# knap_candidate_sweeper

[src/rtl/knap_candidate_sweeper_pkg.sv]
// Shared types and defaults for the knapsack candidate sweeper.
// KNAP_STOP_FIRST_EN selects stop-on-first-feasible sweeps.
package knap_pkg;

    localparam int N_ITEMS_DEF = 26;
    localparam int COUNT_W_DEF = 16;

`ifdef KNAP_STOP_FIRST_EN
    localparam bit STOP_FIRST_EN = 1'b1;
`else
    localparam bit STOP_FIRST_EN = 1'b0;
`endif

    typedef enum logic [1:0] {
        ST_IDLE,
        ST_SWEEP,
        ST_DONE
    } knap_sweep_st_t;

endpackage

[src/rtl/knap_candidate_sweeper_sat_counter.sv]
// Saturating up-counter with synchronous clear; holds at all-ones.
// Latency: count visible one cycle after inc. No backpressure.
module knap_sat_counter #(
    parameter int W = 16
) (
    input  logic         clk,
    input  logic         rst,
    input  logic         clr,
    input  logic         inc,
    output logic [W-1:0] cnt
);

    always_ff @(posedge clk) begin
        if (rst || clr) begin
            cnt <= '0;
        end else if (inc && (cnt != {W{1'b1}})) begin
            cnt <= cnt + {{(W-1){1'b0}}, 1'b1};
        end
    end

endmodule

[src/rtl/knap_candidate_sweeper.sv]
// Enumerates selection vectors for the combinational knapsack checker, one per clock.
// Latency: full sweep is 2^N_ITEMS SWEEP cycles, done the cycle after; no backpressure (abort only).
// KNAP_STOP_FIRST_EN ends the sweep on the first feasible candidate.
module knap_candidate_sweeper
    import knap_pkg::*;
#(
    parameter int N_ITEMS = N_ITEMS_DEF,
    parameter int COUNT_W = COUNT_W_DEF
) (
    input  logic               clk,
    input  logic               rst,
    input  logic               start,
    input  logic               abort,
    input  logic               cand_valid,
    output logic [N_ITEMS-1:0] sel,
    output logic               busy,
    output logic               done,
    output logic               aborted,
    output logic               found,
    output logic [N_ITEMS-1:0] first_sel,
    output logic [COUNT_W-1:0] hit_count
);

    localparam logic [N_ITEMS-1:0] SEL_LAST = {N_ITEMS{1'b1}};
    localparam logic [N_ITEMS-1:0] SEL_ONE  = {{(N_ITEMS-1){1'b0}}, 1'b1};

    knap_sweep_st_t     state, state_nxt;
    logic [N_ITEMS-1:0] sel_q, sel_nxt;
    logic [N_ITEMS-1:0] first_q, first_nxt;
    logic               found_q, found_nxt;
    logic               aborted_q, aborted_nxt;
    logic               cnt_clr, cnt_inc;
    logic               hit_stop;

    always_ff @(posedge clk) begin
        if (rst) begin
            state     <= ST_IDLE;
            sel_q     <= '0;
            first_q   <= '0;
            found_q   <= 1'b0;
            aborted_q <= 1'b0;
        end else begin
            state     <= state_nxt;
            sel_q     <= sel_nxt;
            first_q   <= first_nxt;
            found_q   <= found_nxt;
            aborted_q <= aborted_nxt;
        end
    end

    always_comb begin
        state_nxt   = state;
        sel_nxt     = sel_q;
        first_nxt   = first_q;
        found_nxt   = found_q;
        aborted_nxt = aborted_q;
        cnt_clr     = 1'b0;
        cnt_inc     = 1'b0;
        hit_stop    = STOP_FIRST_EN && cand_valid;

        case (state)
            ST_IDLE, ST_DONE: begin
                if (start) begin
                    state_nxt   = ST_SWEEP;
                    sel_nxt     = '0;
                    first_nxt   = '0;
                    found_nxt   = 1'b0;
                    aborted_nxt = 1'b0;
                    cnt_clr     = 1'b1;
                end
            end
            ST_SWEEP: begin
                // Abort discards the current candidate entirely.
                if (abort) begin
                    state_nxt   = ST_DONE;
                    aborted_nxt = 1'b1;
                end else begin
                    if (cand_valid) begin
                        cnt_inc = 1'b1;
                        if (!found_q) begin
                            found_nxt = 1'b1;
                            first_nxt = sel_q;
                        end
                    end
                    if (hit_stop || (sel_q == SEL_LAST)) begin
                        state_nxt = ST_DONE;
                    end else begin
                        sel_nxt = sel_q + SEL_ONE;
                    end
                end
            end
            default: state_nxt = ST_IDLE;
        endcase
    end

    knap_sat_counter #(.W(COUNT_W)) u_hit_cnt (
        .clk (clk),
        .rst (rst),
        .clr (cnt_clr),
        .inc (cnt_inc),
        .cnt (hit_count)
    );

    assign sel       = sel_q;
    assign first_sel = first_q;
    assign found     = found_q;
    assign aborted   = aborted_q;
    assign busy      = (state == ST_SWEEP);
    assign done      = (state == ST_DONE);

endmodule

[config.mk]
export PLATFORM = sky130hd
export DESIGN_NAME = knap_candidate_sweeper
export DESIGN_NICKNAME = d
export VERILOG_FILES = /design/src/rtl/knap_candidate_sweeper_pkg.sv /design/src/rtl/knap_candidate_sweeper_sat_counter.sv /design/src/rtl/knap_candidate_sweeper.sv
export SDC_FILE = /design/constraint.sdc
export NUM_CORES = 1
export LEC_CHECK = 0
export ABC_AREA = 1
export CAP_MARGIN = 20
export CORE_ASPECT_RATIO = 1.1
export CORE_MARGIN = 5
export CORE_UTILIZATION = 50
export CTS_CLUSTER_DIAMETER = 120
export DETAILED_ROUTE_END_ITERATION = 8
export PLACE_DENSITY_LB_ADDON = 0.3
export SYNTH_ARGS = -nofsm -noshare
export SYNTH_HDL_FRONTEND = slang
export SYNTH_SLANG_ARGS = --single-unit
[constraint.sdc]
create_clock -name clk -period 1.78 [get_ports clk]
set_input_delay 0.356 -clock clk [delete_from_list [all_inputs] [get_ports clk]]
set_output_delay 0.356 -clock clk [all_outputs]
set_load 0.005 [all_outputs]
### Floorplan with the power grid, knap_candidate_sweeper

Pins as bars on the die edge. Tap cells in gray.
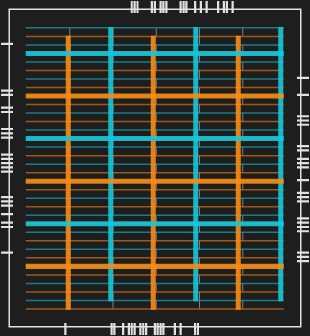
color	net
cyan	VDD
orange	VSS
met5 straps	6
tap cells	87
signal pins	77
Die Width: 92.6 um
vertical extent of the die: 101 um

### Placed cells, one color a class, knap_candidate_sweeper

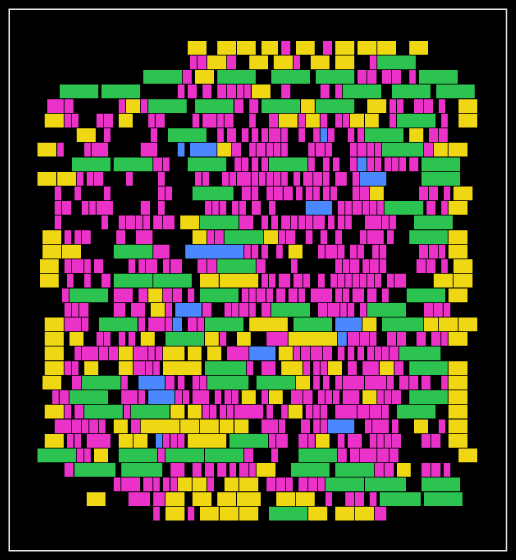
color	class	cells	share of their area
blue	clock drivers and dummy loads	16	3.5%
green	flip-flops	72	28%
magenta	all other logic	480	43%
yellow	other buffers and delay cells	132	25%
Core Rows: 33
Seq area share: 0.277
core utilization of the finished layout: 0.710
total non-filler cell area in the finished layout: 0.00525 mm2
core area: 0.00739 mm2

==> flow_results.xml <==
<?xml version="1.0" encoding="UTF-8"?>
<metrics>
  <group name="yosys">
    <metric name="post_synth_fa_ha_maj_area_fraction" unit="">0.00666</metric>
    <metric name="synthAoiAreaFrac" unit="">0.0979</metric>
    <metric name="yosys.area_share.simple" unit="">0.403</metric>
    <metric name="post_synth_num_cell_types" unit="">30</metric>
  </group>
  <group name="cts">
    <metric name="cts_num_sinks" unit="">72</metric>
    <metric name="tritoncts" unit="">yes</metric>
    <metric name="cts_max_path_buffers" unit="">2</metric>
    <metric name="htree_num_levels" unit="">3</metric>
    <metric name="cts-resized-gates" unit="">5</metric>
    <metric name="clock_insertion_delay_worst_skew" unit="ns">0.35</metric>
  </group>
  <group name="finish">
    <metric name="area_growth_syn_to_layout" unit="%">39.7</metric>
    <metric name="antennaDiodeCount" unit="">0</metric>
    <metric name="inverters" unit="">39</metric>
    <metric name="post_route_cells_drive_above_1_share" unit="">0.157</metric>
    <metric name="sh_comb_area" unit="">0.396</metric>
    <metric name="fillers" unit="">580</metric>
  </group>
  <group name="sta">
    <metric name="worstMarginPinSlew" unit="ns">0.358</metric>
    <metric name="maxSlewViolCount" unit="">0</metric>
    <metric name="finalCritPeriodShare" unit="">0.976</metric>
  </group>
  <group name="detailed_routing">
    <metric name="detail_route.wirelength.met1" unit="um">4590</metric>
    <metric name="drc" unit="">0</metric>
    <metric name="finalWirelength" unit="um">11300</metric>
    <metric name="dr.first_iter.drc_count" unit="">284</metric>
    <metric name="first_drt_pass_iteration_count" unit="">5</metric>
    <metric name="route.met3.wl" unit="um">591</metric>
  </group>
  <group name="die">
    <metric name="design.die.area" unit="mm2">0.00935</metric>
    <metric name="initial_core_util" unit="">0.508</metric>
    <metric name="io_pins" unit="">77</metric>
  </group>
  <group name="setup_path">
    <metric name="crit_chain" unit="">buf_4, clkdlybuf4s50_1</metric>
    <metric name="critical_path.top_delay_family" unit="">buffers and inverters</metric>
    <metric name="timing_worst_setup_path_type" unit="">reg2out</metric>
    <metric name="crit_end" unit="">sel[14]</metric>
  </group>
  <group name="hold_path">
    <metric name="worst_hold_path_endpoint" unit="">first_sel[11]</metric>
  </group>
  <group name="placement">
    <metric name="dpl-instance-area" unit="mm2">0.00492</metric>
    <metric name="numPlacedInstances" unit="">764</metric>
  </group>
  <group name="pwr">
    <metric name="peakVddDrop" unit="uV">501</metric>
    <metric name="power_switching_share" unit="">0.268</metric>
  </group>
  <group name="outcome">
    <metric name="run_status" unit="">completed</metric>
  </group>
  <group name="flow_run">
    <metric name="log.warning_count" unit="">26</metric>
  </group>
  <group name="grt">
    <metric name="gr-total-overflow" unit="">0</metric>
  </group>
</metrics>
[power by group through the flow]
| stage | Combinational, mW | Clock [mW] | Sequential [mW] |
|---|---|---|---|
| final | 0.520 | 1.23 | 1.67 |
| after global routing | 0.568 | 1.33 | 1.68 |
| after CTS | 0.490 | 1.24 | 1.67 |
| after detailed placement | 0.477 | 0 | 1.71 |
| after global placement | 0.466 | 0 | 1.71 |
| after floorplan | 0.251 | 0 | 1.72 |
[registers in the layout, indices dropped and copies added (netlist names)]
register	count
first_sel	26
found	1
state	2
sel	26
aborted	1
u_hit_cnt.cnt	16

# mips_mc_control

$ cat config.mk
export PLATFORM = sky130hd
export DESIGN_NAME = mips_mc_control
export DESIGN_NICKNAME = d
export VERILOG_FILES = /design/src/rtl/mips_ctrl_pkg.sv /design/src/rtl/mips_wait_timer.sv /design/src/rtl/mips_mc_control.sv
export SDC_FILE = /design/constraint.sdc
export NUM_CORES = 1
export LEC_CHECK = 0
export CORE_MARGIN = 1.5
export CORE_UTILIZATION = 44
export CTS_CLUSTER_SIZE = 25
export DETAILED_ROUTE_END_ITERATION = 8
export PLACE_DENSITY = 0.76
export REMOVE_ABC_BUFFERS = 1
export SETUP_SLACK_MARGIN = 0.15
export SLEW_MARGIN = 10
export SYNTH_ARGS = -nofsm -noshare
export SYNTH_HDL_FRONTEND = slang
export SYNTH_SLANG_ARGS = --single-unit
export TNS_END_PERCENT = 10
$ cat constraint.sdc
create_clock -name clk -period 2.1 [get_ports clk]
set_input_delay 0.42 -clock clk [delete_from_list [all_inputs] [get_ports clk]]
set_output_delay 0.42 -clock clk [all_outputs]
set_load 0.02 [all_outputs]
$ cat src/rtl/mips_ctrl_pkg.sv
// Shared types and encodings for the multi-cycle MIPS control unit:
// state machine, PC source select, instruction classes and fault codes.
package mips_ctrl_pkg;

  typedef enum logic [2:0] {
    S_FETCH  = 3'd0,
    S_DECODE = 3'd1,
    S_EXEC   = 3'd2,
    S_MEM    = 3'd3,
    S_WB     = 3'd4,
    S_HALTED = 3'd5,
    S_ERROR  = 3'd6
  } state_e;

  typedef enum logic [1:0] {
    PC_SEQ    = 2'd0,
    PC_BRANCH = 2'd1,
    PC_JUMP   = 2'd2,
    PC_RS     = 2'd3
  } pc_src_e;

  localparam logic [1:0] ERR_NONE    = 2'd0;
  localparam logic [1:0] ERR_ILLEGAL = 2'd1;
  localparam logic [1:0] ERR_TIMEOUT = 2'd2;

  localparam logic [5:0] OP_RTYPE = 6'h00;
  localparam logic [5:0] OP_J     = 6'h02;
  localparam logic [5:0] OP_BEQ   = 6'h04;
  localparam logic [5:0] OP_BNE   = 6'h05;
  localparam logic [5:0] OP_ADDIU = 6'h09;
  localparam logic [5:0] OP_LW    = 6'h23;
  localparam logic [5:0] OP_SW    = 6'h2B;
  localparam logic [5:0] OP_HALT  = 6'h3F;

  localparam logic [5:0] FN_JR   = 6'h08;
  localparam logic [5:0] FN_ADDU = 6'h21;

  typedef enum logic [3:0] {
    I_ADDU, I_JR, I_ADDIU, I_LW, I_SW, I_J, I_BEQ, I_BNE, I_HALT, I_ILLEGAL
  } instr_e;

  typedef struct packed {
    logic    instr_req;
    logic    ir_write;
    logic    pc_load;
    pc_src_e pc_src;
    logic    mem_req;
    logic    mem_read;
    logic    mem_write;
    logic    reg_dst;
    logic    alu_src;
    logic    mem_to_reg;
    logic    reg_write;
  } ctrl_t;

  function automatic instr_e decode_instr(input logic [5:0] op, input logic [5:0] fn);
    instr_e cls;
    case (op)
      OP_RTYPE: begin
        if (fn == FN_ADDU)    cls = I_ADDU;
        else if (fn == FN_JR) cls = I_JR;
        else                  cls = I_ILLEGAL;
      end
      OP_ADDIU: cls = I_ADDIU;
      OP_LW:    cls = I_LW;
      OP_SW:    cls = I_SW;
      OP_J:     cls = I_J;
      OP_BEQ:   cls = I_BEQ;
      OP_BNE:   cls = I_BNE;
      OP_HALT:  cls = I_HALT;
      default:  cls = I_ILLEGAL;
    endcase
    return cls;
  endfunction

endpackage

$ cat src/rtl/mips_wait_timer.sv
// Memory wait-cycle counter; expired is high once WAIT_TIMEOUT wait cycles
// have elapsed since the last clear. WAIT_TIMEOUT=0 keeps expired low.
module mips_wait_timer #(
  parameter int unsigned WAIT_TIMEOUT = 16
) (
  input  logic clk,
  input  logic rst_n,
  input  logic clear,
  input  logic enable,
  output logic expired
);

  localparam int unsigned W = (WAIT_TIMEOUT < 1) ? 1 : $clog2(WAIT_TIMEOUT + 1);

  logic [W-1:0] cnt_q, cnt_d;

  always_comb begin
    cnt_d = cnt_q;
    if (clear) begin
      cnt_d = '0;
    end else if (enable && (cnt_q != W'(WAIT_TIMEOUT))) begin
      cnt_d = cnt_q + W'(1);
    end
  end

  always_ff @(posedge clk or negedge rst_n) begin
    if (!rst_n) cnt_q <= '0;
    else        cnt_q <= cnt_d;
  end

  // With a zero timeout the counter parks at 0 and this never fires.
  assign expired = (WAIT_TIMEOUT != 0) && (cnt_q == W'(WAIT_TIMEOUT));

endmodule

$ cat src/rtl/mips_mc_control.sv
// Multi-cycle FETCH/DECODE/EXEC/MEM/WB control unit with memory ready
// handshake, wait timeout, illegal-opcode trap and retired-instruction count.
module mips_mc_control
  import mips_ctrl_pkg::*;
#(
  parameter int unsigned CNT_W        = 32,
  parameter int unsigned WAIT_TIMEOUT = 16
) (
  input  logic             clk,
  input  logic             rst_n,
  input  logic [5:0]       instr_opcode,
  input  logic [5:0]       func_code,
  input  logic             alu_zero,
  input  logic             mem_ready,
  output logic             instr_req,
  output logic             ir_write,
  output logic             pc_load,
  output logic [1:0]       pc_src,
  output logic             mem_req,
  output logic             MemRead,
  output logic             MemWrite,
  output logic             RegDst,
  output logic             ALUSrc,
  output logic             MemtoReg,
  output logic             RegWrite,
  output logic [5:0]       ALUOp,
  output logic             halt,
  output logic             err,
  output logic [1:0]       err_code,
  output logic [CNT_W-1:0] retired,
  output logic [2:0]       state_o
);

  state_e           state_q, state_d;
  logic             halt_q, halt_d;
  logic             err_q, err_d;
  logic [1:0]       err_code_q, err_code_d;
  logic [CNT_W-1:0] retired_q, retired_d;
  ctrl_t            ctrl_c, ctrl;
  instr_e           cls;
  logic             retire;
  logic             wait_en, wait_clr, wait_expired;

  assign cls = decode_instr(instr_opcode, func_code);

  mips_wait_timer #(.WAIT_TIMEOUT(WAIT_TIMEOUT)) u_wait_timer (
    .clk     (clk),
    .rst_n   (rst_n),
    .clear   (wait_clr),
    .enable  (wait_en),
    .expired (wait_expired)
  );

  assign wait_en  = ((state_q == S_FETCH) || (state_q == S_MEM)) && !mem_ready;
  assign wait_clr = mem_ready || (state_d != state_q);

  always_comb begin
    state_d    = state_q;
    ctrl_c     = '0;
    halt_d     = halt_q;
    err_d      = err_q;
    err_code_d = err_code_q;
    retire     = 1'b0;
    case (state_q)
      S_FETCH: begin
        ctrl_c.instr_req = 1'b1;
        if (mem_ready) begin
          ctrl_c.ir_write = 1'b1;
          state_d         = S_DECODE;
        end else if (wait_expired) begin
          state_d    = S_ERROR;
          err_d      = 1'b1;
          err_code_d = ERR_TIMEOUT;
        end
      end
      S_DECODE: begin
        if (cls == I_HALT) begin
          state_d = S_HALTED;
          halt_d  = 1'b1;
        end else if (cls == I_ILLEGAL) begin
          state_d    = S_ERROR;
          err_d      = 1'b1;
          err_code_d = ERR_ILLEGAL;
        end else begin
          state_d = S_EXEC;
        end
      end
      S_EXEC: begin
        case (cls)
          I_ADDU:  state_d = S_WB;
          I_ADDIU: begin ctrl_c.alu_src = 1'b1; state_d = S_WB;  end
          I_LW,
          I_SW:    begin ctrl_c.alu_src = 1'b1; state_d = S_MEM; end
          I_J: begin
            ctrl_c.pc_load = 1'b1;
            ctrl_c.pc_src  = PC_JUMP;
          end
          I_JR: begin
            ctrl_c.pc_load = 1'b1;
            ctrl_c.pc_src  = PC_RS;
          end
          I_BEQ: begin
            ctrl_c.pc_load = alu_zero;
            ctrl_c.pc_src  = PC_BRANCH;
          end
          I_BNE: begin
            ctrl_c.pc_load = !alu_zero;
            ctrl_c.pc_src  = PC_BRANCH;
          end
          default: ;
        endcase
        if (state_d == S_EXEC) begin
          state_d = S_FETCH;
          retire  = 1'b1;
        end
      end
      S_MEM: begin
        ctrl_c.mem_req   = 1'b1;
        ctrl_c.mem_read  = (cls == I_LW);
        ctrl_c.mem_write = (cls == I_SW);
        if (mem_ready) begin
          if (cls == I_LW) begin
            state_d = S_WB;
          end else begin
            state_d = S_FETCH;
            retire  = 1'b1;
          end
        end else if (wait_expired) begin
          state_d    = S_ERROR;
          err_d      = 1'b1;
          err_code_d = ERR_TIMEOUT;
        end
      end
      S_WB: begin
        ctrl_c.reg_write  = 1'b1;
        ctrl_c.reg_dst    = (cls == I_ADDU);
        ctrl_c.mem_to_reg = (cls == I_LW);
        state_d           = S_FETCH;
        retire            = 1'b1;
      end
      default: ;
    endcase
    retired_d = retire ? retired_q + CNT_W'(1) : retired_q;
  end

  always_ff @(posedge clk or negedge rst_n) begin
    if (!rst_n) begin
      state_q    <= S_FETCH;
      halt_q     <= 1'b0;
      err_q      <= 1'b0;
      err_code_q <= ERR_NONE;
      retired_q  <= '0;
    end else begin
      state_q    <= state_d;
      halt_q     <= halt_d;
      err_q      <= err_d;
      err_code_q <= err_code_d;
      retired_q  <= retired_d;
    end
  end

  // Strobes are forced low while reset is held so a store in flight drops at once.
  assign ctrl = rst_n ? ctrl_c : '0;

  assign instr_req = ctrl.instr_req;
  assign ir_write  = ctrl.ir_write;
  assign pc_load   = ctrl.pc_load;
  assign pc_src    = ctrl.pc_src;
  assign mem_req   = ctrl.mem_req;
  assign MemRead   = ctrl.mem_read;
  assign MemWrite  = ctrl.mem_write;
  assign RegDst    = ctrl.reg_dst;
  assign ALUSrc    = ctrl.alu_src;
  assign MemtoReg  = ctrl.mem_to_reg;
  assign RegWrite  = ctrl.reg_write;
  assign ALUOp     = instr_opcode;
  assign halt      = halt_q;
  assign err       = err_q;
  assign err_code  = err_code_q;
  assign retired   = retired_q;
  assign state_o   = state_q;

endmodule
### Floorplan with the power grid, mips_mc_control

Pins as bars on the die edge. Tap cells in gray.
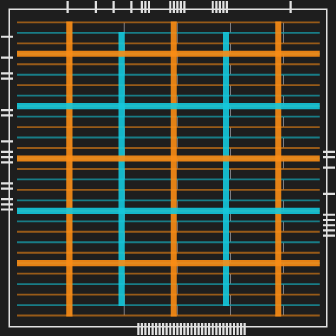
color	net
orange	VSS
cyan	VDD
met1 rails	29
signal pins	73
Peak supply drop: 687 uV
vertical extent of the die: 82.1 um
core area: 0.00599 mm2
Die Width: 82.1 um

### Placed cells, one color a class, mips_mc_control

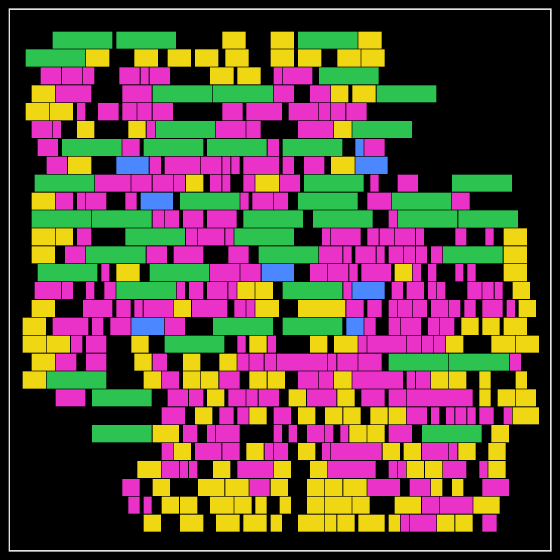
color	class	cells	share of their area
blue	clock drivers and dummy loads	8	2.3%
magenta	all other logic	230	42%
green	flip-flops	44	27%
yellow	other buffers and delay cells	135	28%
Core Rows: 28
total non-filler cell area in the finished layout: 0.00414 mm2
core utilization of the finished layout: 0.691
Seq area share: 0.266

==> flow_results.xml <==
<?xml version="1.0" encoding="UTF-8"?>
<metrics>
  <group name="outcome">
    <metric name="run_status" unit="">complete, but fails checks</metric>
    <metric name="failing_checks" unit="">setup timing</metric>
  </group>
  <group name="setup_path">
    <metric name="worstPathArrival" unit="ns">1.93</metric>
    <metric name="crit_chain" unit="">buf_6, or3b_4, a21oi_2, nor2_1, nand3b_1, buf_4, o2bb2a_4, nor3_2, buf_4</metric>
    <metric name="critical_path.top_delay_family" unit="">simple AND/OR/NAND/NOR gates</metric>
    <metric name="cp_data_required_time" unit="ns">1.68</metric>
    <metric name="regToRegStartpoint" unit="">retired[4]</metric>
  </group>
  <group name="yosys">
    <metric name="yosys.area_share.simple" unit="">0.302</metric>
    <metric name="netlist_top_cells_area" unit="">sky130_fd_sc_hd__dfrtp_1, sky130_fd_sc_hd__xor2_1, sky130_fd_sc_hd__nor2_1</metric>
    <metric name="synth.logic.top_family" unit="">simple AND/OR/NAND/NOR gates</metric>
    <metric name="yosys.area.top_type_share" unit="">0.400</metric>
    <metric name="postSynth.asyncResetShare" unit="">1.00</metric>
    <metric name="count_of_flip_flops_with_a_built_in_enable_after_synthesis" unit="">0</metric>
    <metric name="numSynthFlops" unit="">44</metric>
    <metric name="synth_xor_xnor_area_share" unit="">0.121</metric>
    <metric name="synth.yosys.seq_area_share" unit="">0.400</metric>
  </group>
  <group name="sta">
    <metric name="worstMarginPinSlew" unit="ns">0.605</metric>
    <metric name="setup_ws" unit="ns">-0.249</metric>
    <metric name="finalCritPeriodShare" unit="">1.12</metric>
    <metric name="timing.final.setup_violations" unit="">3</metric>
    <metric name="clock-skew-final" unit="ns">0.00820</metric>
    <metric name="max_freq" unit="MHz">426</metric>
    <metric name="timing.hold.ws" unit="ns">0.325</metric>
    <metric name="grt_setup_unrepaired" unit="">yes</metric>
  </group>
  <group name="pwr">
    <metric name="internal-power" unit="mW">2.04</metric>
    <metric name="largestPowerGroup" unit="">combinational logic</metric>
    <metric name="clk-power" unit="mW">0.566</metric>
    <metric name="leakagePower" unit="nW">1.72</metric>
  </group>
  <group name="finish">
    <metric name="dominant-cell-class" unit="">combinational gates</metric>
    <metric name="post_route_cells_drive_above_1_share" unit="">0.336</metric>
    <metric name="combGateArea" unit="mm2">0.00167</metric>
  </group>
  <group name="cts">
    <metric name="clock_insertion_delay_worst_skew" unit="ns">0.30</metric>
    <metric name="numCtsBuffers" unit="">5</metric>
    <metric name="cts_num_sinks" unit="">44</metric>
  </group>
  <group name="placement">
    <metric name="dp_worst_setup_slack" unit="ns">-1.16</metric>
    <metric name="dpl-instance-area" unit="mm2">0.00387</metric>
    <metric name="place.gp.congestion" unit="">0.851</metric>
  </group>
  <group name="die">
    <metric name="io_pins" unit="">73</metric>
    <metric name="tap_cells" unit="">75</metric>
    <metric name="design.die.area" unit="mm2">0.00674</metric>
  </group>
  <group name="flow_run">
    <metric name="log.warning_count" unit="">28</metric>
  </group>
  <group name="detailed_routing">
    <metric name="antenna_left" unit="">0</metric>
    <metric name="per_cell_routed_wire_length" unit="um">15.6</metric>
  </group>
</metrics>
-- flip-flops by register name, summed over array words and instances, names as in the netlist --
register	count
retired	32
state_o	3
halt	1
u_wait_timer.cnt_q	5
err	1
err_code	2
-- worst max path at each step --
stage | depth (start not counted) | endpoint | from | slack (ns)
global route | 9 | pc_load | func_code[5] | -0.30
finish | 9 | pc_load | func_code[5] | -0.25
global placement | 8 | pc_load | instr_opcode[2] | -1.13
CTS | 8 | pc_src[1] | func_code[5] | -0.22
floorplan | 5 | retired[1] | func_code[1] | -0.54
detailed placement | 8 | pc_load | instr_opcode[2] | -1.16

# fetch_unit

$ cat src/rtl/fetch_pkg.sv
// Shared types and constants for the instruction-fetch stage.
package fetch_pkg;
  typedef enum logic [1:0] {S_REQ, S_WAIT, S_HOLD, S_FAULT} fetch_state_t;
  localparam int INSTR_BYTES = 4;
endpackage

$ cat src/rtl/fetch_unit.sv
// Instruction fetch: one outstanding memory request, one-entry output buffer to decode.
// Response-to-instr_valid latency is 1 cycle; decode backpressure holds the buffer and stalls fetch.
module fetch_unit
  import fetch_pkg::*;
#(
  parameter int ADDR_WIDTH  = 64,
  parameter int INSTR_WIDTH = 32
) (
  input  logic                   clk,
  input  logic                   arst,
  input  logic [ADDR_WIDTH-1:0]  i_pc,
  output logic                   o_pc_write_en,
  output logic [ADDR_WIDTH-1:0]  o_next_pc,
  output logic                   o_mem_req_valid,
  input  logic                   i_mem_req_ready,
  output logic [ADDR_WIDTH-1:0]  o_mem_addr,
  input  logic                   i_mem_resp_valid,
  input  logic [INSTR_WIDTH-1:0] i_mem_resp_data,
  input  logic                   i_mem_resp_err,
  input  logic                   i_redirect_valid,
  input  logic [ADDR_WIDTH-1:0]  i_redirect_pc,
  output logic                   o_instr_valid,
  input  logic                   i_instr_ready,
  output logic [INSTR_WIDTH-1:0] o_instr,
  output logic [ADDR_WIDTH-1:0]  o_instr_pc,
  output logic                   o_fetch_fault
);

  fetch_state_t           state_q, state_d;
  logic                   kill_q, kill_d;
  logic [ADDR_WIDTH-1:0]  pc_q, pc_d;
  logic                   buf_vld_q, buf_vld_d;
  logic [INSTR_WIDTH-1:0] buf_instr_q, buf_instr_d;
  logic [ADDR_WIDTH-1:0]  buf_pc_q, buf_pc_d;
  logic                   buf_fault_q, buf_fault_d;

  logic aligned, req_vld, req_fire, buf_take;

  assign aligned  = (i_pc[1:0] == 2'b00);
  assign req_vld  = !arst && (state_q == S_REQ) && aligned;
  assign req_fire = req_vld && i_mem_req_ready;
  assign buf_take = buf_vld_q && i_instr_ready;

  always_ff @(posedge clk or posedge arst) begin
    if (arst) begin
      state_q     <= S_REQ;
      kill_q      <= 1'b0;
      pc_q        <= '0;
      buf_vld_q   <= 1'b0;
      buf_instr_q <= '0;
      buf_pc_q    <= '0;
      buf_fault_q <= 1'b0;
    end else begin
      state_q     <= state_d;
      kill_q      <= kill_d;
      pc_q        <= pc_d;
      buf_vld_q   <= buf_vld_d;
      buf_instr_q <= buf_instr_d;
      buf_pc_q    <= buf_pc_d;
      buf_fault_q <= buf_fault_d;
    end
  end

  always_comb begin
    state_d     = state_q;
    kill_d      = kill_q;
    pc_d        = pc_q;
    buf_vld_d   = buf_vld_q;
    buf_instr_d = buf_instr_q;
    buf_pc_d    = buf_pc_q;
    buf_fault_d = buf_fault_q;
    unique case (state_q)
      S_REQ: begin
        if (!aligned) begin
          buf_vld_d   = 1'b1;
          buf_instr_d = '0;
          buf_pc_d    = i_pc;
          buf_fault_d = 1'b1;
          state_d     = S_FAULT;
        end else if (req_fire) begin
          pc_d    = i_pc;
          state_d = S_WAIT;
        end
      end
      S_WAIT: begin
        if (i_mem_resp_valid) begin
          if (kill_q) begin
            kill_d  = 1'b0;
            state_d = S_REQ;
          end else begin
            buf_vld_d   = 1'b1;
            buf_instr_d = i_mem_resp_data;
            buf_pc_d    = pc_q;
            buf_fault_d = i_mem_resp_err;
            state_d     = i_mem_resp_err ? S_FAULT : S_HOLD;
          end
        end
      end
      S_HOLD: begin
        if (buf_take) begin
          buf_vld_d = 1'b0;
          state_d   = S_REQ;
        end
      end
      S_FAULT: begin
        if (buf_take) buf_vld_d = 1'b0;
      end
    endcase
    // Redirect overrides everything above; an in-flight request must have its response killed.
    if (i_redirect_valid) begin
      buf_vld_d = 1'b0;
      case (state_q)
        S_WAIT: begin
          state_d = i_mem_resp_valid ? S_REQ : S_WAIT;
          kill_d  = !i_mem_resp_valid;
        end
        S_REQ: begin
          state_d = req_fire ? S_WAIT : S_REQ;
          kill_d  = req_fire;
        end
        default: state_d = S_REQ;
      endcase
    end
  end

  always_comb begin
    o_mem_req_valid = req_vld;
    o_mem_addr      = arst ? '0 : i_pc;
    o_pc_write_en   = !arst && (i_redirect_valid ||
                      (state_q == S_WAIT && i_mem_resp_valid && !kill_q && !i_mem_resp_err));
    o_next_pc       = '0;
    if (o_pc_write_en)
      o_next_pc = i_redirect_valid ? i_redirect_pc : pc_q + ADDR_WIDTH'(INSTR_BYTES);
    o_instr_valid   = buf_vld_q;
    o_instr         = buf_instr_q;
    o_instr_pc      = buf_pc_q;
    o_fetch_fault   = buf_fault_q;
  end

endmodule

$ cat config.mk
export PLATFORM = sky130hd
export DESIGN_NAME = fetch_unit
export DESIGN_NICKNAME = d
export VERILOG_FILES = /design/src/rtl/fetch_pkg.sv /design/src/rtl/fetch_unit.sv
export SDC_FILE = /design/constraint.sdc
export NUM_CORES = 1
export LEC_CHECK = 0
export CORE_AREA = 2 2 154 156
export CTS_CLUSTER_SIZE = 8
export DETAILED_ROUTE_END_ITERATION = 8
export DIE_AREA = 0 0 156 158
export HOLD_SLACK_MARGIN = 0.1
export PLACE_DENSITY_LB_ADDON = 0.2
export REMOVE_ABC_BUFFERS = 1
export SLEW_MARGIN = 20
export SYNTH_ARGS = -nofsm -noshare
export SYNTH_HDL_FRONTEND = slang
export SYNTH_SLANG_ARGS = --single-unit
export TNS_END_PERCENT = 100
$ cat constraint.sdc
create_clock -name clk -period 16.2 [get_ports clk]
set_input_delay 3.24 -clock clk [delete_from_list [all_inputs] [get_ports clk]]
set_output_delay 3.24 -clock clk [all_outputs]
set_load 0.1 [all_outputs]
### Routed metal, one color a layer, fetch_unit

Scale bar: 50 um.
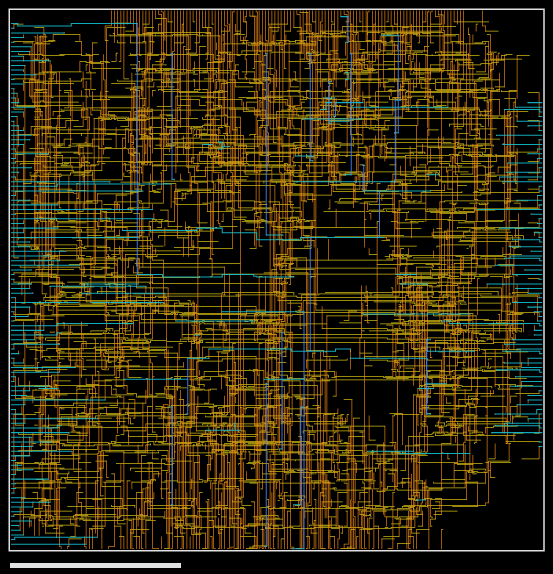
color	layer	wire length
orange	met2	15800 um
blue	met4	607 um
yellow	met1	13800 um
cyan	met3	2120 um
count of vias placed by the detailed router: 8831
total wire length after detailed routing: 32300 um
Global Route Usage Sum: 0.259

==> flow_results.xml <==
<?xml version="1.0" encoding="UTF-8"?>
<metrics>
  <group name="yosys">
    <metric name="numSynthFlops" unit="">165</metric>
    <metric name="count_of_flip_flops_with_a_built_in_enable_after_synthesis" unit="">0</metric>
    <metric name="netlist_top_cells_area" unit="">sky130_fd_sc_hd__dfrtp_1, sky130_fd_sc_hd__mux2i_1, sky130_fd_sc_hd__mux2_2</metric>
    <metric name="ys_cells" unit="">990</metric>
    <metric name="postSynth.asyncResetShare" unit="">1.00</metric>
    <metric name="chip_area_estimate_from_yosys_synthesis" unit="mm2">0.00946</metric>
    <metric name="post-synth-top-count-cell" unit="">sky130_fd_sc_hd__dfrtp_1</metric>
    <metric name="synth.cell_area" unit="mm2">0.00946</metric>
    <metric name="post_synth_fa_ha_maj_area_fraction" unit="">0.00661</metric>
    <metric name="synth_area_per_cell" unit="um2">9.56</metric>
  </group>
  <group name="hold_path">
    <metric name="hold_path.startpoint" unit="">o_instr_pc[58]</metric>
    <metric name="hold_depth" unit="">2</metric>
  </group>
  <group name="pwr">
    <metric name="total_power" unit="mW">3.28</metric>
    <metric name="power.combinational.fraction" unit="">0.622</metric>
    <metric name="power_switching_share" unit="">0.582</metric>
  </group>
  <group name="cts">
    <metric name="numCtsBuffers" unit="">17</metric>
    <metric name="clock_insertion_delay_worst_skew" unit="ns">0.44</metric>
    <metric name="tritoncts" unit="">yes</metric>
  </group>
  <group name="finish">
    <metric name="fillers" unit="">1981</metric>
    <metric name="area_growth_syn_to_layout" unit="%">50.1</metric>
    <metric name="final_common_cell" unit="">sky130_fd_sc_hd__clkdlybuf4s50_1</metric>
    <metric name="post_route_cells_drive_above_1_share" unit="">0.0950</metric>
  </group>
  <group name="setup_path">
    <metric name="crit_chain" unit="">buf_2, buf_4, inv_8, o21ai_4, inv_1, buf_4, o21ai_0, nor3_1, clkdlybuf4s50_1</metric>
    <metric name="cp_slowest_stage_delay" unit="ns">1.17</metric>
    <metric name="timing.rr.end" unit="">state_q[0]</metric>
    <metric name="crit_end" unit="">o_next_pc[58]</metric>
    <metric name="worstPathMaxFanout" unit="">121</metric>
  </group>
  <group name="sta">
    <metric name="maxSlewViolCount" unit="">0</metric>
    <metric name="max_freq" unit="MHz">93.2</metric>
    <metric name="timing.slew.headroom" unit="">0.277</metric>
    <metric name="timing.final.setup_violations" unit="">0</metric>
    <metric name="finalCritPeriodShare" unit="">0.662</metric>
    <metric name="setup_ws" unit="ns">5.47</metric>
    <metric name="totalNegativeSetupSlack" unit="ns">0</metric>
  </group>
  <group name="flow_run">
    <metric name="log.warning_count" unit="">30</metric>
  </group>
  <group name="outcome">
    <metric name="run_status" unit="">completed</metric>
  </group>
  <group name="placement">
    <metric name="buffer_ports.inserted" unit="">394</metric>
    <metric name="detailed_place_hpwl" unit="um">23200</metric>
    <metric name="dp_worst_setup_slack" unit="ns">5.23</metric>
  </group>
  <group name="detailed_routing">
    <metric name="vias_per_cell" unit="">5.39</metric>
    <metric name="drc" unit="">0</metric>
  </group>
  <group name="die">
    <metric name="io_pins" unit="">395</metric>
  </group>
  <group name="grt">
    <metric name="globalRouteMet2Util" unit="">0.432</metric>
  </group>
</metrics>
[cell type report]
type                            instances  area [um2]  area share
Timing Repair Buffer                  403        4010       0.283
Multi-Input combinational cell        737        5040       0.355
Clock inverter                         14         178      0.0125
Inverter                               10        46.3     0.00326
Antenna cell                            1        2.50    0.000176
Tap cell                              290         363      0.0255
Clock buffer                           18         429      0.0302
Sequential cell                       165        4130       0.291
[per-layer routing]
layer | up-vias | wire [um]
met5 | - | 0
met1 | 4226 | 13800
met2 | 299 | 15800
met4 | 0 | 606
li1 | 4263 | -
met3 | 43 | 2120

# regfile_wr_arbiter_flat

### Congestion heat map, regfile_wr_arbiter_flat

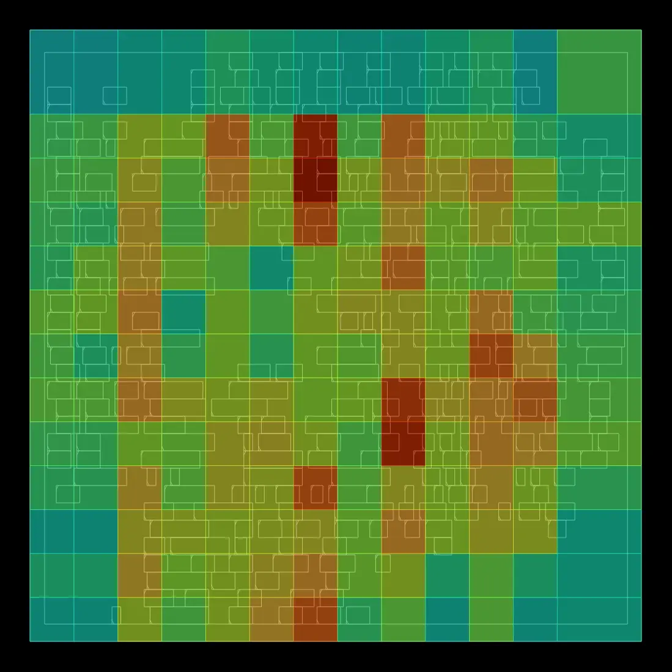
### Placed cells, one color a class, regfile_wr_arbiter_flat

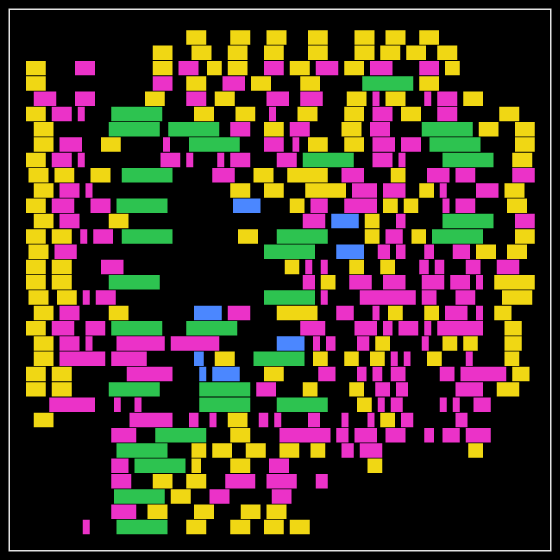
### Routed clock nets over the placement, regfile_wr_arbiter_flat

Scale bar: 20 um.
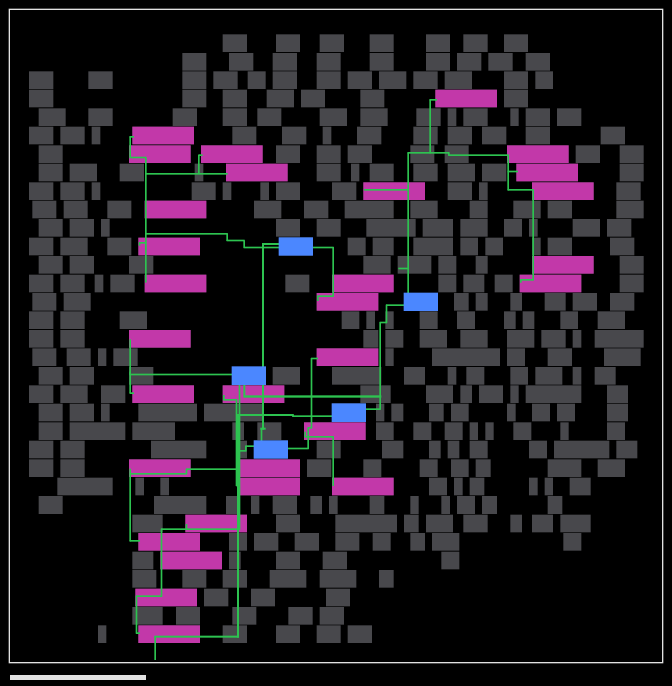
[src/rtl/regfile_wr_arbiter_if.sv]
// Register-file writeback bus between NREQ requesters and the write-port arbiter.
interface regfile_wr_arbiter_if #(
  parameter int NREQ = 4,
  parameter int DW   = 16
);
  logic [NREQ-1:0]    req;
  logic [3*NREQ-1:0]  addr;
  logic [DW*NREQ-1:0] data;
  logic               stall;
  logic [NREQ-1:0]    gnt;
  logic [7:0]         wr_en;
  logic [DW-1:0]      wr_data;
  logic [2:0]         wr_addr;
  logic               busy;

  modport master (
    output req, addr, data, stall,
    input  gnt, wr_en, wr_data, wr_addr, busy
  );

  modport slave (
    input  req, addr, data, stall,
    output gnt, wr_en, wr_data, wr_addr, busy
  );
endinterface

[src/rtl/regfile_wr_arbiter.sv]
// Round-robin arbiter for the single register-file write port; the winner's
// address is decoded to a one-hot write-enable and registered with its data.
module regfile_wr_arbiter #(
  parameter int NREQ    = 4,
  parameter int DW      = 16,
  parameter bit ZERO_RO = 1'b1
) (
  input  logic                clk,
  input  logic                reset_n,
  regfile_wr_arbiter_if.slave bus
);

  logic [2:0]      ptr;
  logic [7:0]      req_pad;
  logic [23:0]     addr_pad;
  logic [DW*8-1:0] data_pad;
  logic [7:0]      gnt_pad;
  logic            hit;
  logic [2:0]      win;
  logic [2:0]      addr_win;
  logic [DW-1:0]   data_win;
  int              s;

  logic [7:0]      wr_en_p1;
  logic [2:0]      wr_addr_p1;
  logic [DW-1:0]   wr_data_p1;
  logic            busy_p1;

  // Padding to the 8-requester maximum keeps every index in range for any NREQ.
  always_comb begin
    req_pad  = '0;
    addr_pad = '0;
    data_pad = '0;
    req_pad[NREQ-1:0]     = bus.req;
    addr_pad[3*NREQ-1:0]  = bus.addr;
    data_pad[DW*NREQ-1:0] = bus.data;
  end

  // Stage p0: combinational round-robin search starting at ptr
  always_comb begin
    hit     = 1'b0;
    win     = '0;
    s       = 0;
    gnt_pad = '0;
    if (reset_n && !bus.stall) begin
      for (int i = 0; i < NREQ; i++) begin
        s = int'(ptr) + i;
        if (s >= NREQ) s = s - NREQ;
        if (!hit && req_pad[s[2:0]]) begin
          hit = 1'b1;
          win = s[2:0];
        end
      end
    end
    if (hit) gnt_pad[win] = 1'b1;
  end

  assign bus.gnt  = gnt_pad[NREQ-1:0];
  assign addr_win = addr_pad[3*win +: 3];
  assign data_win = data_pad[DW*win +: DW];

  // Stage p1: registered write port, one cycle after the grant edge
  always_ff @(posedge clk or negedge reset_n) begin
    if (!reset_n) begin
      ptr        <= '0;
      wr_en_p1   <= '0;
      wr_addr_p1 <= '0;
      wr_data_p1 <= '0;
      busy_p1    <= 1'b0;
    end else begin
      busy_p1 <= |(bus.req & ~bus.gnt);
      if (hit) begin
        ptr        <= (win == 3'(NREQ - 1)) ? 3'd0 : win + 3'd1;
        wr_en_p1   <= (ZERO_RO && addr_win == 3'd0) ? 8'd0 : (8'd1 << addr_win);
        wr_addr_p1 <= addr_win;
        wr_data_p1 <= data_win;
      end else begin
        wr_en_p1 <= '0;
      end
    end
  end

  assign bus.wr_en   = wr_en_p1;
  assign bus.wr_addr = wr_addr_p1;
  assign bus.wr_data = wr_data_p1;
  assign bus.busy    = busy_p1;

endmodule

[src/flat_wrapper.sv]
// flat-port wrapper written by rule: the top's interface ports become plain ports
module regfile_wr_arbiter_flat 
#(
  parameter int NREQ    = 4,
  parameter int DW      = 16,
  parameter bit ZERO_RO = 1'b1
)
  (clk, reset_n, bus_req, bus_addr, bus_data, bus_stall, bus_gnt, bus_wr_en, bus_wr_data, bus_wr_addr, bus_busy);
  regfile_wr_arbiter_if #(.NREQ(NREQ), .DW(DW)) bus_i ();
  input  logic clk;
  input  logic reset_n;
  input wire logic [$bits(bus_i.req)-1:0] bus_req;
  input wire logic [$bits(bus_i.addr)-1:0] bus_addr;
  input wire logic [$bits(bus_i.data)-1:0] bus_data;
  input wire logic [$bits(bus_i.stall)-1:0] bus_stall;
  output wire logic [$bits(bus_i.gnt)-1:0] bus_gnt;
  output wire logic [$bits(bus_i.wr_en)-1:0] bus_wr_en;
  output wire logic [$bits(bus_i.wr_data)-1:0] bus_wr_data;
  output wire logic [$bits(bus_i.wr_addr)-1:0] bus_wr_addr;
  output wire logic [$bits(bus_i.busy)-1:0] bus_busy;
  assign bus_i.req = bus_req;
  assign bus_i.addr = bus_addr;
  assign bus_i.data = bus_data;
  assign bus_i.stall = bus_stall;
  assign bus_gnt = bus_i.gnt;
  assign bus_wr_en = bus_i.wr_en;
  assign bus_wr_data = bus_i.wr_data;
  assign bus_wr_addr = bus_i.wr_addr;
  assign bus_busy = bus_i.busy;
  regfile_wr_arbiter #(.NREQ(NREQ), .DW(DW), .ZERO_RO(ZERO_RO)) u_core (.clk(clk), .reset_n(reset_n), .bus(bus_i));
endmodule
[config.mk]
export PLATFORM = sky130hd
export DESIGN_NAME = regfile_wr_arbiter_flat
export DESIGN_NICKNAME = d
export VERILOG_FILES = /design/src/rtl/regfile_wr_arbiter_if.sv /design/src/rtl/regfile_wr_arbiter.sv /design/src/flat_wrapper.sv
export SDC_FILE = /design/constraint.sdc
export NUM_CORES = 1
export LEC_CHECK = 0
export CELL_PAD_IN_SITES_DETAIL_PLACEMENT = 1
export CELL_PAD_IN_SITES_GLOBAL_PLACEMENT = 1
export CORE_MARGIN = 2
export CORE_UTILIZATION = 27
export CTS_CLUSTER_SIZE = 30
export DETAILED_ROUTE_END_ITERATION = 10
export GPL_TIMING_DRIVEN = 1
export PLACE_DENSITY = 0.88
export SYNTH_ARGS = -nofsm -noshare
export SYNTH_HDL_FRONTEND = slang
export SYNTH_SLANG_ARGS = --single-unit
[constraint.sdc]
create_clock -name clk -period 3.4 [get_ports clk]
set_clock_uncertainty 0.2 [all_clocks]
set_input_delay 0.68 -clock clk [delete_from_list [all_inputs] [get_ports clk]]
set_output_delay 0.68 -clock clk [all_outputs]
set_load 0.05 [all_outputs]
==> flow_results.xml <==
<?xml version="1.0" encoding="UTF-8"?>
<metrics>
  <group name="detailed_routing">
    <metric name="drc" unit="">0</metric>
    <metric name="route.met3.wl" unit="um">329</metric>
  </group>
  <group name="sta">
    <metric name="timing.final.setup_violations" unit="">4</metric>
    <metric name="setup_ws" unit="ns">-0.161</metric>
  </group>
  <group name="finish">
    <metric name="nets" unit="">433</metric>
    <metric name="antennaDiodeCount" unit="">0</metric>
    <metric name="final_common_cell" unit="">sky130_fd_sc_hd__clkdlybuf4s50_1</metric>
  </group>
  <group name="cts">
    <metric name="cts_max_path_buffers" unit="">2</metric>
    <metric name="cts-root-buf" unit="">sky130_fd_sc_hd__clkbuf_8</metric>
  </group>
  <group name="yosys">
    <metric name="chip_area_estimate_from_yosys_synthesis" unit="mm2">0.00229</metric>
    <metric name="post-synth-top-count-cell" unit="">sky130_fd_sc_hd__dfrtp_1</metric>
    <metric name="synth_top_cell_by_area" unit="">sky130_fd_sc_hd__dfrtp_1</metric>
    <metric name="post_synthesis_instance_total" unit="">211</metric>
  </group>
  <group name="outcome">
    <metric name="failing_checks" unit="">setup timing</metric>
    <metric name="run_status" unit="">complete, but fails checks</metric>
  </group>
  <group name="die">
    <metric name="initial_core_util" unit="">0.278</metric>
  </group>
  <group name="grt">
    <metric name="antenna_found_initial" unit="">0</metric>
    <metric name="globalRouteMet2Util" unit="">0.329</metric>
  </group>
  <group name="pwr">
    <metric name="seq-power" unit="mW">0.566</metric>
  </group>
</metrics>
About 'Congestion heat map' of regfile_wr_arbiter_flat:
met3 Resource Use GR: 0.0282
per-cell routed wire length: 17.0 um
GR met1 Demand/Resource: 0.191

About 'Placed cells, one color a class' of regfile_wr_arbiter_flat:
color	class	cells	share of their area
magenta	all other logic	163	39%
yellow	other buffers and delay cells	147	38%
blue	clock drivers and dummy loads	8	2.4%
green	flip-flops	30	20%
Seq area share: 0.193
total non-filler cell area in the finished layout: 0.00388 mm2
core area: 0.00822 mm2
Core Rows: 33
core utilization of the finished layout: 0.472

About 'Routed clock nets over the placement' of regfile_wr_arbiter_flat:
[magenta] flip-flops | count: 30
[blue] cells driving clock nets | count: 5
[green] clock wires | length: 471 um
routed clock nets	6
Clock Latency Late Sink: 0.27 ns
Clk power: 0.297 mW
clock network fraction of design power: 0.102

-- worst paths after layout --
check / from / to / cells past startpoint
max: u_core.ptr[1] / bus_gnt[3] / 10
min: reset_n / u_core.ptr[2] / 2
max reg2reg: u_core.ptr[1] / u_core.bus.wr_en[2] / 11
min reg2reg: u_core.bus.wr_addr[2] / u_core.bus.wr_addr[2] / 2
max in group asynchronous: reset_n / u_core.bus.wr_data[14] / 2
min in group clk: u_core.bus.wr_addr[2] / u_core.bus.wr_addr[2] / 2
-- timing repair --
item	4_1_cts	5_1_grt
pin swaps	5	3
buffers inserted	4	3
endpoints found under the setup margin	4	4
resized	11	5


==> screenshots <==
Routed clock nets over the placement.
Plate I
Scale bar: 20 um.
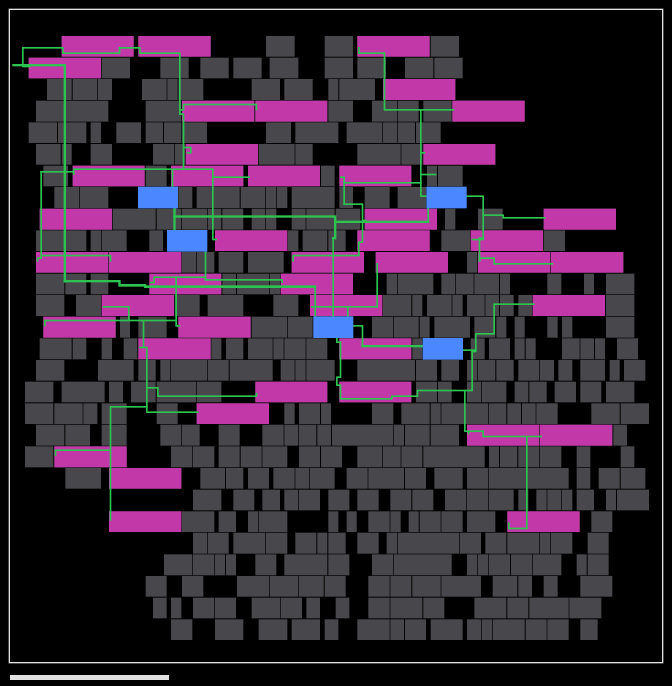
Plate II
Scale bar: 20 um.
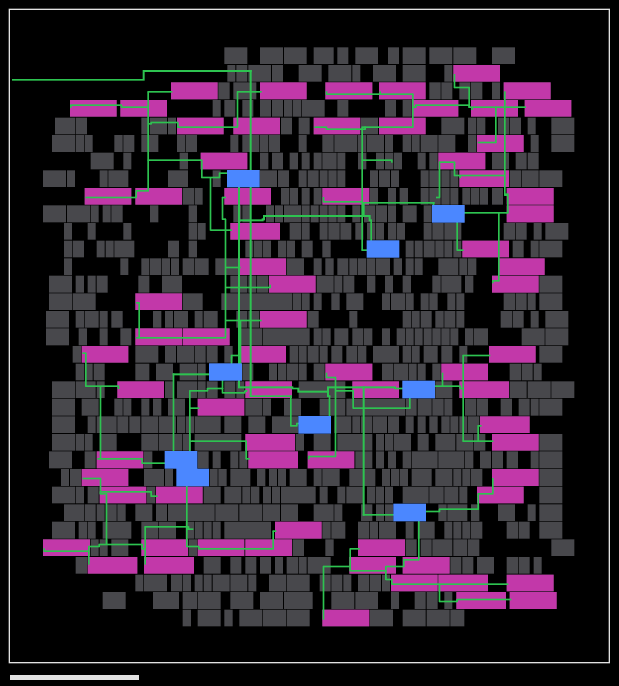
Plate III
Scale bar: 50 um.
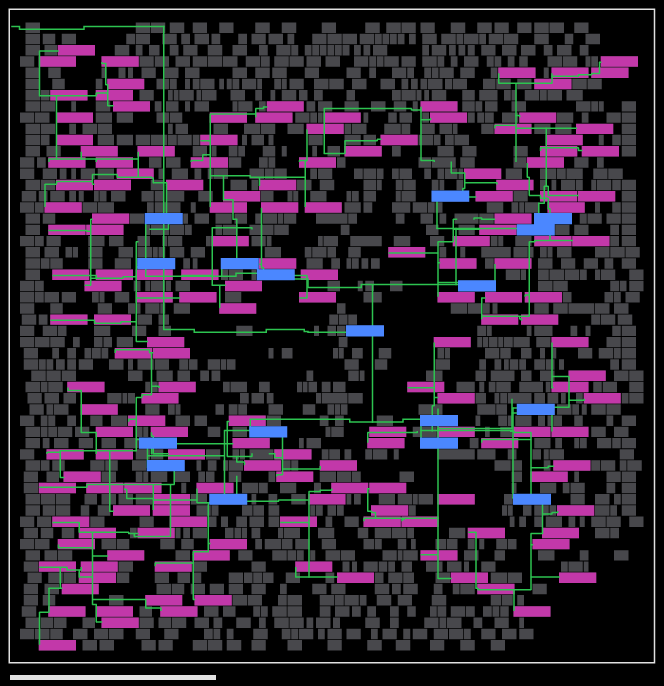
- fewest sequential cells: Plate I
- smallest die: Plate I
Plate III -> fetch_unit
Plate I -> mips_mc_control
Plate II -> knap_candidate_sweeper

Power is estimated from default activity; no workload was simulated.
